######## design 1 ########
[config.mk]
export PLATFORM = sky130hd
export DESIGN_NAME = dma_fifo_mc_exmem
export DESIGN_NICKNAME = d
export VERILOG_FILES = /design/src/rtl/dma_fifo_mc_exmem.sv
export SDC_FILE = /design/constraint.sdc
export NUM_CORES = 1
export LEC_CHECK = 0
export CAP_MARGIN = 5
export CORE_MARGIN = 2
export CORE_UTILIZATION = 45
export DETAILED_ROUTE_END_ITERATION = 8
export GPL_ROUTABILITY_DRIVEN = 0
export PLACE_DENSITY = 0.85
export SETUP_SLACK_MARGIN = 0.02
export SLEW_MARGIN = 40
export SYNTH_ARGS = -nofsm -noshare
export SYNTH_HDL_FRONTEND = slang
export SYNTH_SLANG_ARGS = --single-unit
[constraint.sdc]
create_clock -name clk -period 5.62 [get_ports clk]
set_input_delay 0.562 -clock clk [delete_from_list [all_inputs] [get_ports clk]]
set_output_delay 0.562 -clock clk [all_outputs]
set_load 0.05 [all_outputs]
[src/rtl/dma_fifo_mc_exmem.sv]
// Multi-channel FIFO controller over an external single-port-per-direction RAM.
// Each channel owns a DEPTH-entry region addressed as {channel, pointer}.
module dma_fifo_mc_exmem #(
  parameter int DWIDTH = 64,
  parameter int AWIDTH = 8,
  parameter int NCH    = 4,
  parameter int AF_LVL = 4,
  parameter int AE_LVL = 4,
  localparam int CW    = (NCH > 1) ? $clog2(NCH) : 1
) (
  input  logic                      clk,
  input  logic                      rst,
  input  logic                      push,
  input  logic [CW-1:0]             push_ch,
  input  logic [DWIDTH-1:0]         data_in,
  input  logic                      pull,
  input  logic [CW-1:0]             pull_ch,
  input  logic [NCH-1:0]            flush,
  input  logic [NCH-1:0]            err_clr,
  output logic [DWIDTH-1:0]         data_out,
  output logic                      rvalid,
  output logic [CW-1:0]             rvalid_ch,
  output logic [NCH*(AWIDTH+1)-1:0] depth_left,
  output logic [NCH-1:0]            full,
  output logic [NCH-1:0]            empty,
  output logic [NCH-1:0]            almost_full,
  output logic [NCH-1:0]            almost_empty,
  output logic [NCH-1:0]            overflow,
  output logic [NCH-1:0]            underflow,
  output logic [CW+AWIDTH-1:0]      mem_waddr,
  output logic [CW+AWIDTH-1:0]      mem_raddr,
  output logic                      mem_write,
  output logic                      mem_read,
  output logic [DWIDTH-1:0]         mem_wdata,
  input  logic [DWIDTH-1:0]         mem_rdata
);

  localparam int DLW = AWIDTH + 1;
  localparam logic [AWIDTH:0] DEPTH_V = {1'b1, {AWIDTH{1'b0}}};
  localparam logic [AWIDTH:0] AF_V    = DLW'(AF_LVL);
  localparam logic [AWIDTH:0] AE_V    = DLW'(AE_LVL);

  logic [AWIDTH-1:0] w_ptr [NCH];
  logic [AWIDTH-1:0] r_ptr [NCH];
  logic [AWIDTH:0]   dl    [NCH];
  logic [NCH-1:0]    ovf;
  logic [NCH-1:0]    unf;

  logic [NCH-1:0]    push_sel, pull_sel;
  logic [NCH-1:0]    push_acc, pull_acc;
  logic [NCH-1:0]    push_err, pull_err;
  logic [AWIDTH-1:0] wsel_ptr, rsel_ptr;
  logic [AWIDTH:0]   occ;

  logic              vld_p1;
  logic [CW-1:0]     ch_p1;

  // Per-channel status flags and request qualification
  always_comb begin
    full         = '0;
    empty        = '0;
    almost_full  = '0;
    almost_empty = '0;
    depth_left   = '0;
    push_sel     = '0;
    pull_sel     = '0;
    push_acc     = '0;
    pull_acc     = '0;
    push_err     = '0;
    pull_err     = '0;
    wsel_ptr     = '0;
    rsel_ptr     = '0;
    occ          = '0;
    for (int c = 0; c < NCH; c++) begin
      occ                     = DEPTH_V - dl[c];
      full[c]                 = (dl[c] == '0);
      empty[c]                = (dl[c] == DEPTH_V);
      almost_full[c]          = (dl[c] <= AF_V);
      almost_empty[c]         = (occ <= AE_V);
      depth_left[c*DLW +: DLW] = dl[c];
      push_sel[c]             = push && (push_ch == CW'(c));
      pull_sel[c]             = pull && (pull_ch == CW'(c));
      push_acc[c]             = push_sel[c] && !full[c]  && !flush[c];
      pull_acc[c]             = pull_sel[c] && !empty[c] && !flush[c];
      push_err[c]             = push_sel[c] && full[c]   && !flush[c];
      pull_err[c]             = pull_sel[c] && empty[c]  && !flush[c];
      if (push_sel[c]) wsel_ptr = w_ptr[c];
      if (pull_sel[c]) rsel_ptr = r_ptr[c];
    end
  end

  // The RAM strobes are masked during reset so no stray write lands while rst is high
  assign mem_write = !rst && (|push_acc);
  assign mem_read  = !rst && (|pull_acc);
  assign mem_waddr = {push_ch, wsel_ptr};
  assign mem_raddr = {pull_ch, rsel_ptr};
  assign mem_wdata = data_in;

  assign overflow  = ovf;
  assign underflow = unf;

  always_ff @(posedge clk or posedge rst) begin
    if (rst) begin
      for (int c = 0; c < NCH; c++) begin
        w_ptr[c] <= '0;
        r_ptr[c] <= '0;
        dl[c]    <= DEPTH_V;
      end
      ovf <= '0;
      unf <= '0;
    end else begin
      for (int c = 0; c < NCH; c++) begin
        if (flush[c]) begin
          w_ptr[c] <= '0;
          r_ptr[c] <= '0;
          dl[c]    <= DEPTH_V;
        end else begin
          if (push_acc[c]) w_ptr[c] <= w_ptr[c] + 1'b1;
          if (pull_acc[c]) r_ptr[c] <= r_ptr[c] + 1'b1;
          dl[c] <= dl[c] + DLW'(pull_acc[c]) - DLW'(push_acc[c]);
        end
        // A fresh error outranks a same-cycle clear
        if (push_err[c])                  ovf[c] <= 1'b1;
        else if (flush[c] || err_clr[c])  ovf[c] <= 1'b0;
        if (pull_err[c])                  unf[c] <= 1'b1;
        else if (flush[c] || err_clr[c])  unf[c] <= 1'b0;
      end
    end
  end

  // Stage p1: RAM read data returns one cycle after the accepted pull
  always_ff @(posedge clk or posedge rst) begin
    if (rst) vld_p1 <= 1'b0;
    else     vld_p1 <= |pull_acc;
  end

  always_ff @(posedge clk) begin
    ch_p1 <= pull_ch;
  end

  assign rvalid    = vld_p1;
  assign rvalid_ch = ch_p1;
  assign data_out  = vld_p1 ? mem_rdata : '0;

endmodule

design_1/io_placement.png
(3 px per µm) Pins as bars across the die edge, other pins in gray.
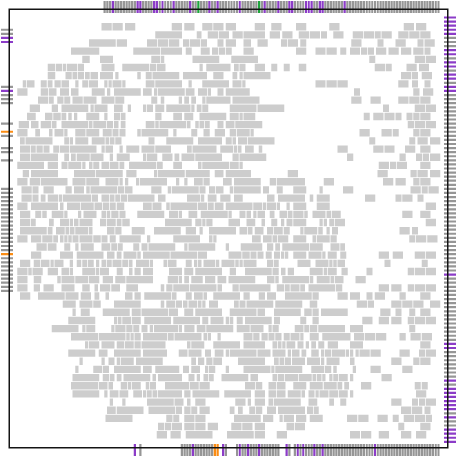
Key: green = pull_ch [pins 2, direction input, edge north]; purple = data_in [pins 64, direction input, edge 28 east, 21 north, 12 south, 3 west]; orange = full [pins 4, direction output, edge 2 south, 2 west]
All pins by edge: 122 north, 105 east, 89 south, 41 west.
Port Buffers: 228
DIE HEIGHT: 146 µm
Horiz. Die Dim: 146 µm

==> job_summary.md <==
## Implementation flow summary

| Metric | Value |
|---|---|
| Chip area | `21,200 µm²` |
| Met1 usage | `29.2%` |
| Clk_skew | `0.00933 ns` |
| Sequential Power Share | `24.0%` |
| Met2 Track Usage GR | `46.1%` |
| Final instance area | `between 10,000 and 15,000 µm²` |
| Clock share of power | `between 10% and 20%` |
| Placed cell area | `11,000 µm²` |
| Switching Power | `2.14 mW` |
| Clock transition at path regs | `around 0.080 ns` |
| Area leader, netlist | `dfrtp_1` |
| Crit Reg-Reg Startpoint | `depth_left[2]` |
| Top cell category | `multi-input combinational cells` |
| CP top delay family | `simple AND/OR/NAND/NOR gates` |
| First-pass GRT wire length | `around 43,000 µm` |
| Crit. path cell count | `10` |
| Worst ir drop on vdd | `0.326 mV` |
| M1 wire length | `between 10,000 and 15,000 µm` |
| Worst slew pin tran | `0.762 ns` |
| Period utilization | `around three quarters` |
| Unique masters post-synth | `between 50 and 60` |
| Pleak | `4.78 nW` |
| Root Buffer | `clkbuf_16` |
| Worst endpoint required time | `5.06 ns` |
| Mux share | `about 5.3%` |
| CTS buffer count | `9` |
| Status | `finished, final reports clean` |
| Filler cell count | `approximately 1,700` |
| Crit path capture | `mem_write` |
| Core footprint | `between 15,000 and 20,000 µm²` |
| Critical-path cell list | `inv_1 -> ha_1 -> or3b_2 -> nor2_1 -> ha_1 -> and4b_1 -> and2_1 -> nor4_1 -> nor2_1 -> clkdlybuf4s50_1` |
| Top-count cell post-synth | `dfrtp_1` |
| Yosys adder share | `12.5%` |
| Dominant logic cell type in the layout | `clkdlybuf4s50_1` |
| Postcts setup bufs | `0` |
| Pin count of the biggest net entering global routing | `around 80` |
| Total Power | `between 4 and 5 mW` |
| Cell count after placement | `between 1,000 and 1,500` |
| Initial antenna violation count | `1` |
| Top cells, area | `dfrtp_1 (29%), ha_1 (12%), and2_1 (6.1%), buf_4 (5.7%), xor2_1 (4.5%)` |
| OpenROAD warning count | `around 58` |
| Buffer share of cell area | `approximately a fifth` |
| Gr ovfl total | `0` |
| DP Worst Slack | `about 1.4 ns` |
| Fraction of layout cells with a size suffix above 1 | `5.19%` |
| Worst hold margin | `0.542 ns` |
| Flops | `~110` |
| Syn avg cell area | `9.08 µm²` |
| Max-cap viol count | `0` |
| Reg2Reg Setup Slack | `~1.7 ns` |
| Total Routing Usage GR | `25.9%` |
| Setup TNS | `0 ns` |
| Largest register FFs | `36` |
| Drt first-iter violations | `approximately 460` |
| Max FO, Critical Path | `8` |
| IO Count | `around 360` |
| DR top layer | `met5` |
| Critical Path AT | `3.73 ns` |
| Worst setup path startpoint | `depth_left[30]` |
| Crit path max-delay cell type | `clkdlybuf4s50_1` |
| Worst Reg-to-Reg Cells | `15` |
| Init Core Util | `a little under half` |
| Final nets | `between 1,000 and 1,500` |
| Routed vias | `7,785` |
| Top cells by count, synth | `dfrtp_1 (105), nor2_1 (89), and2_1 (88)` |
| MI comb area | `5330 µm²` |

######## design 2 ########
### src/rtl/fetch_inst_select_pkg.sv
// fetch_inst_select_pkg: shared select codes, default NOP word and per-edge action type
package fetch_inst_select_pkg;
   localparam logic        FETCH_SEL_MEM  = 1'b0;
   localparam logic        FETCH_SEL_INJ  = 1'b1;
   localparam logic [31:0] FETCH_NOP_WORD = 32'h0000_0000;
   typedef enum logic [2:0] {ACT_FLUSH, ACT_STALL, ACT_INJ, ACT_MEM, ACT_IDLE} act_e;
endpackage

### src/rtl/fetch_inst_select_inj.sv
// inj_fifo: synchronous FIFO with separate occupancy count, head visible on dout
module inj_fifo #(
   parameter int WIDTH = 32,
   parameter int DEPTH = 4
) (
   input  logic                     clk,
   input  logic                     rst,
   input  logic                     clr,
   input  logic                     push,
   input  logic                     pop,
   input  logic [WIDTH-1:0]         din,
   output logic [WIDTH-1:0]         dout,
   output logic                     full,
   output logic                     empty,
   output logic [$clog2(DEPTH):0]   count,
   output logic                     drop
);
   localparam int PW = $clog2(DEPTH);
   logic [WIDTH-1:0] mem [DEPTH];
   logic [PW-1:0]    rd_ptr, wr_ptr;
   logic             do_pop, do_push;
   assign full    = count == (PW+1)'(DEPTH);
   assign empty   = count == '0;
   assign do_pop  = pop & ~empty & ~clr;
   // a full queue still takes a push when the head leaves in the same cycle
   assign do_push = push & ~clr & (~full | do_pop);
   assign drop    = push & ~clr & ~do_push;
   assign dout    = mem[rd_ptr];
   always_ff @(posedge clk) begin
      if (rst || clr) begin
         rd_ptr <= '0;
         wr_ptr <= '0;
         count  <= '0;
      end else begin
         if (do_push) wr_ptr <= wr_ptr + 1'b1;
         if (do_pop) rd_ptr <= rd_ptr + 1'b1;
         count <= count + (PW+1)'(do_push) - (PW+1)'(do_pop);
      end
   end
   always_ff @(posedge clk) begin
      if (do_push) mem[wr_ptr] <= din;
   end
endmodule

### src/rtl/fetch_inst_select.sv
// fetch_inst_select: registered arbitration between memory words and injected hazard words
module fetch_inst_select
   import fetch_inst_select_pkg::*;
#(
   parameter int                WORD_W    = 32,
   parameter int                INJ_DEPTH = 4,
   parameter logic [WORD_W-1:0] NOP_WORD  = WORD_W'(FETCH_NOP_WORD)
) (
   input  logic                       clk,
   input  logic                       rst,
   input  logic [WORD_W-1:0]          mem_inst_word,
   input  logic                       mem_valid,
   input  logic [WORD_W-1:0]          inj_word,
   input  logic                       inj_push,
   output logic                       inj_full,
   output logic [$clog2(INJ_DEPTH):0] inj_count,
   output logic                       inj_overflow,
   input  logic                       stall,
   input  logic                       flush,
   output logic                       mem_consume,
   output logic [WORD_W-1:0]          inst_word_out,
   output logic                       inst_valid_out,
   output logic                       inst_sel_out
);
   logic [WORD_W-1:0] head;
   logic              fifo_empty, fifo_drop;
   act_e              act;
   inj_fifo #(.WIDTH(WORD_W), .DEPTH(INJ_DEPTH)) u_inj (
      .clk   (clk),
      .rst   (rst),
      .clr   (flush),
      .push  (inj_push),
      .pop   (act == ACT_INJ),
      .din   (inj_word),
      .dout  (head),
      .full  (inj_full),
      .empty (fifo_empty),
      .count (inj_count),
      .drop  (fifo_drop)
   );
   always_comb begin
      act = flush ? ACT_FLUSH : stall ? ACT_STALL : !fifo_empty ? ACT_INJ : mem_valid ? ACT_MEM : ACT_IDLE;
      mem_consume = ~rst & (act == ACT_MEM);
   end
   always_ff @(posedge clk) begin
      if (rst || act == ACT_FLUSH || act == ACT_IDLE) begin
         inst_word_out  <= NOP_WORD;
         inst_valid_out <= 1'b0;
         inst_sel_out   <= FETCH_SEL_MEM;
      end else if (act == ACT_INJ) begin
         inst_word_out  <= head;
         inst_valid_out <= 1'b1;
         inst_sel_out   <= FETCH_SEL_INJ;
      end else if (act == ACT_MEM) begin
         inst_word_out  <= mem_inst_word;
         inst_valid_out <= 1'b1;
         inst_sel_out   <= FETCH_SEL_MEM;
      end
   end
   always_ff @(posedge clk) begin
      if (rst || flush) inj_overflow <= 1'b0;
      else if (fifo_drop) inj_overflow <= 1'b1;
   end
endmodule

### config.mk
export PLATFORM = sky130hd
export DESIGN_NAME = fetch_inst_select
export DESIGN_NICKNAME = d
export VERILOG_FILES = /design/src/rtl/fetch_inst_select_pkg.sv /design/src/rtl/fetch_inst_select_inj.sv /design/src/rtl/fetch_inst_select.sv
export SDC_FILE = /design/constraint.sdc
export NUM_CORES = 1
export LEC_CHECK = 0
export ABC_AREA = 1
export ABC_CLOCK_PERIOD_IN_PS = 4600
export CAP_MARGIN = 40
export CELL_PAD_IN_SITES_DETAIL_PLACEMENT = 1
export CELL_PAD_IN_SITES_GLOBAL_PLACEMENT = 2
export CORE_MARGIN = 3
export CORE_UTILIZATION = 30
export CTS_BUF_LIST = sky130_fd_sc_hd__clkbuf_8
export DETAILED_ROUTE_END_ITERATION = 10
export GPL_ROUTABILITY_DRIVEN = 1
export PLACE_DENSITY_LB_ADDON = 0.08
export SETUP_SLACK_MARGIN = 0.15
export SKIP_CTS_REPAIR_TIMING = 1
export SLEW_MARGIN = 25
export SYNTH_ARGS = -nofsm -noshare
export SYNTH_HDL_FRONTEND = slang
export SYNTH_HIERARCHICAL = 1
export SYNTH_SLANG_ARGS = --single-unit
### constraint.sdc
create_clock -name clk -period 4.6 [get_ports clk]
set_clock_uncertainty 0.1 [all_clocks]
set_input_delay 0.92 -clock clk [delete_from_list [all_inputs] [get_ports clk]]
set_output_delay 0.92 -clock clk [all_outputs]
set_load 0.01 [all_outputs]
design_2/sizes.png
(3 px per µm)
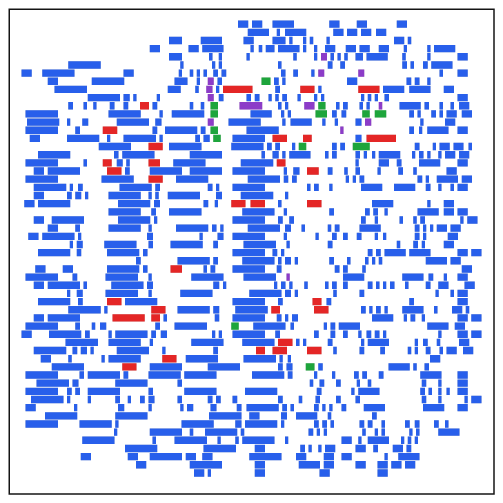
Key: blue = _0 and _1 cells [cells 736, share 93%]; green = _3 and _4 cells [cells 13, share 1.6%]; red = _6 and larger [cells 32, share 4.0%]; purple = _2 cells [cells 13, share 1.6%]
post-route setup slack: 1.04 ns
Repair and plain buffers: 119
Syn-to-layout area delta: 23.7%
final instance area: 8930 µm²

==> job_summary.md <==
## Implementation flow summary

| Metric | Value |
|---|---|
| Met2 Track Usage GR | `between 20 and 25%` |
| Worst ir drop on vdd | `between 0.2 and 0.25 mV` |
| Status | `finished, final reports clean` |
| Sink Count | `approximately 170` |
| WS Path Type | `input port to output pin` |
| Multi-input gates | `between 300 and 400` |
| Hold Path End | `inst_word_out[18]` |
| Clock share of power | `between 30% and 40%` |
| XORs/XNORs by Area | `less than 1%` |
| Metal2 WL | `8440 µm` |
| Crit. path cell count | `5` |
| Crit path max-delay cell type | `clkdlybuf4s50_1` |
| Max-cap viol count | `0` |
| Reg area | `~4700 µm²` |
| Final Max Slew Viols | `0` |
| Area leader, netlist | `edfxtp_1` |
| Worst slew pin tran | `~0.74 ns` |
| Pin count of the biggest net entering global routing | `approximately 65` |
| DR top layer | `met4` |
| Grt peak-use layer | `met2` |
| CTS buffer count | `17` |
| Largest register FFs | `128` |
| Sequential power | `approximately 1.7 mW` |
| M1 wire length | `9650 µm` |
| Critical Path AT | `between 2 and 3 ns` |
| Inverters | `roughly 87` |
| Longest Clk Path Bufs | `2` |
| Critical-path cell list | `clkdlybuf4s50_1 -> nor2_8 -> nand2_1 -> nor3_1 -> clkdlybuf4s50_1` |
| Top cells by count, synth | `edfxtp_1 (128), inv_1 (83), nand2_1 (82)` |
| Port Buffers | `around 110` |
| Vias in the first global route | `around 5,300` |
| OpenROAD warning count | `29` |


==> screenshots <==
Cell outlines without signal wires.
image #1
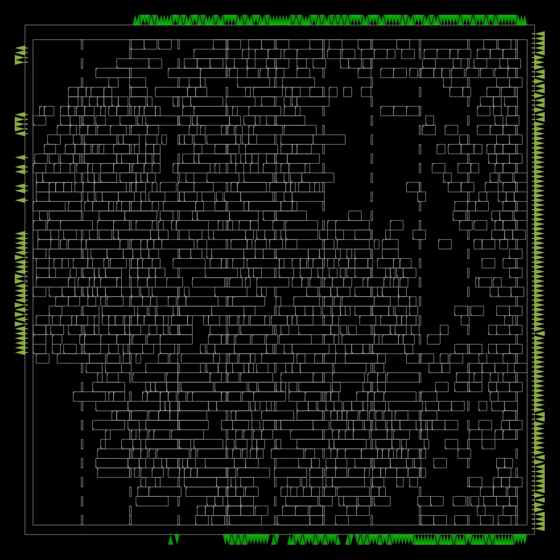
image #2
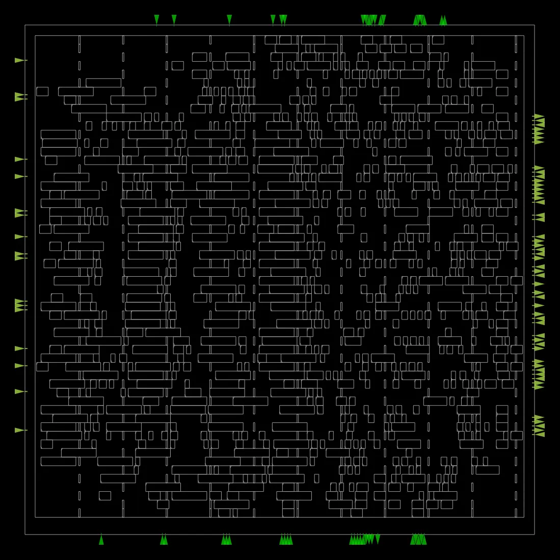
| from | picture |
|---|---|
| design 2 | image #2 |
| design 1 | image #1 |
The one with the highest utilization is image #1.
The one with the most sequential cells is image #2.

Power figures rest on the tool's default switching activity, not on a simulated workload.
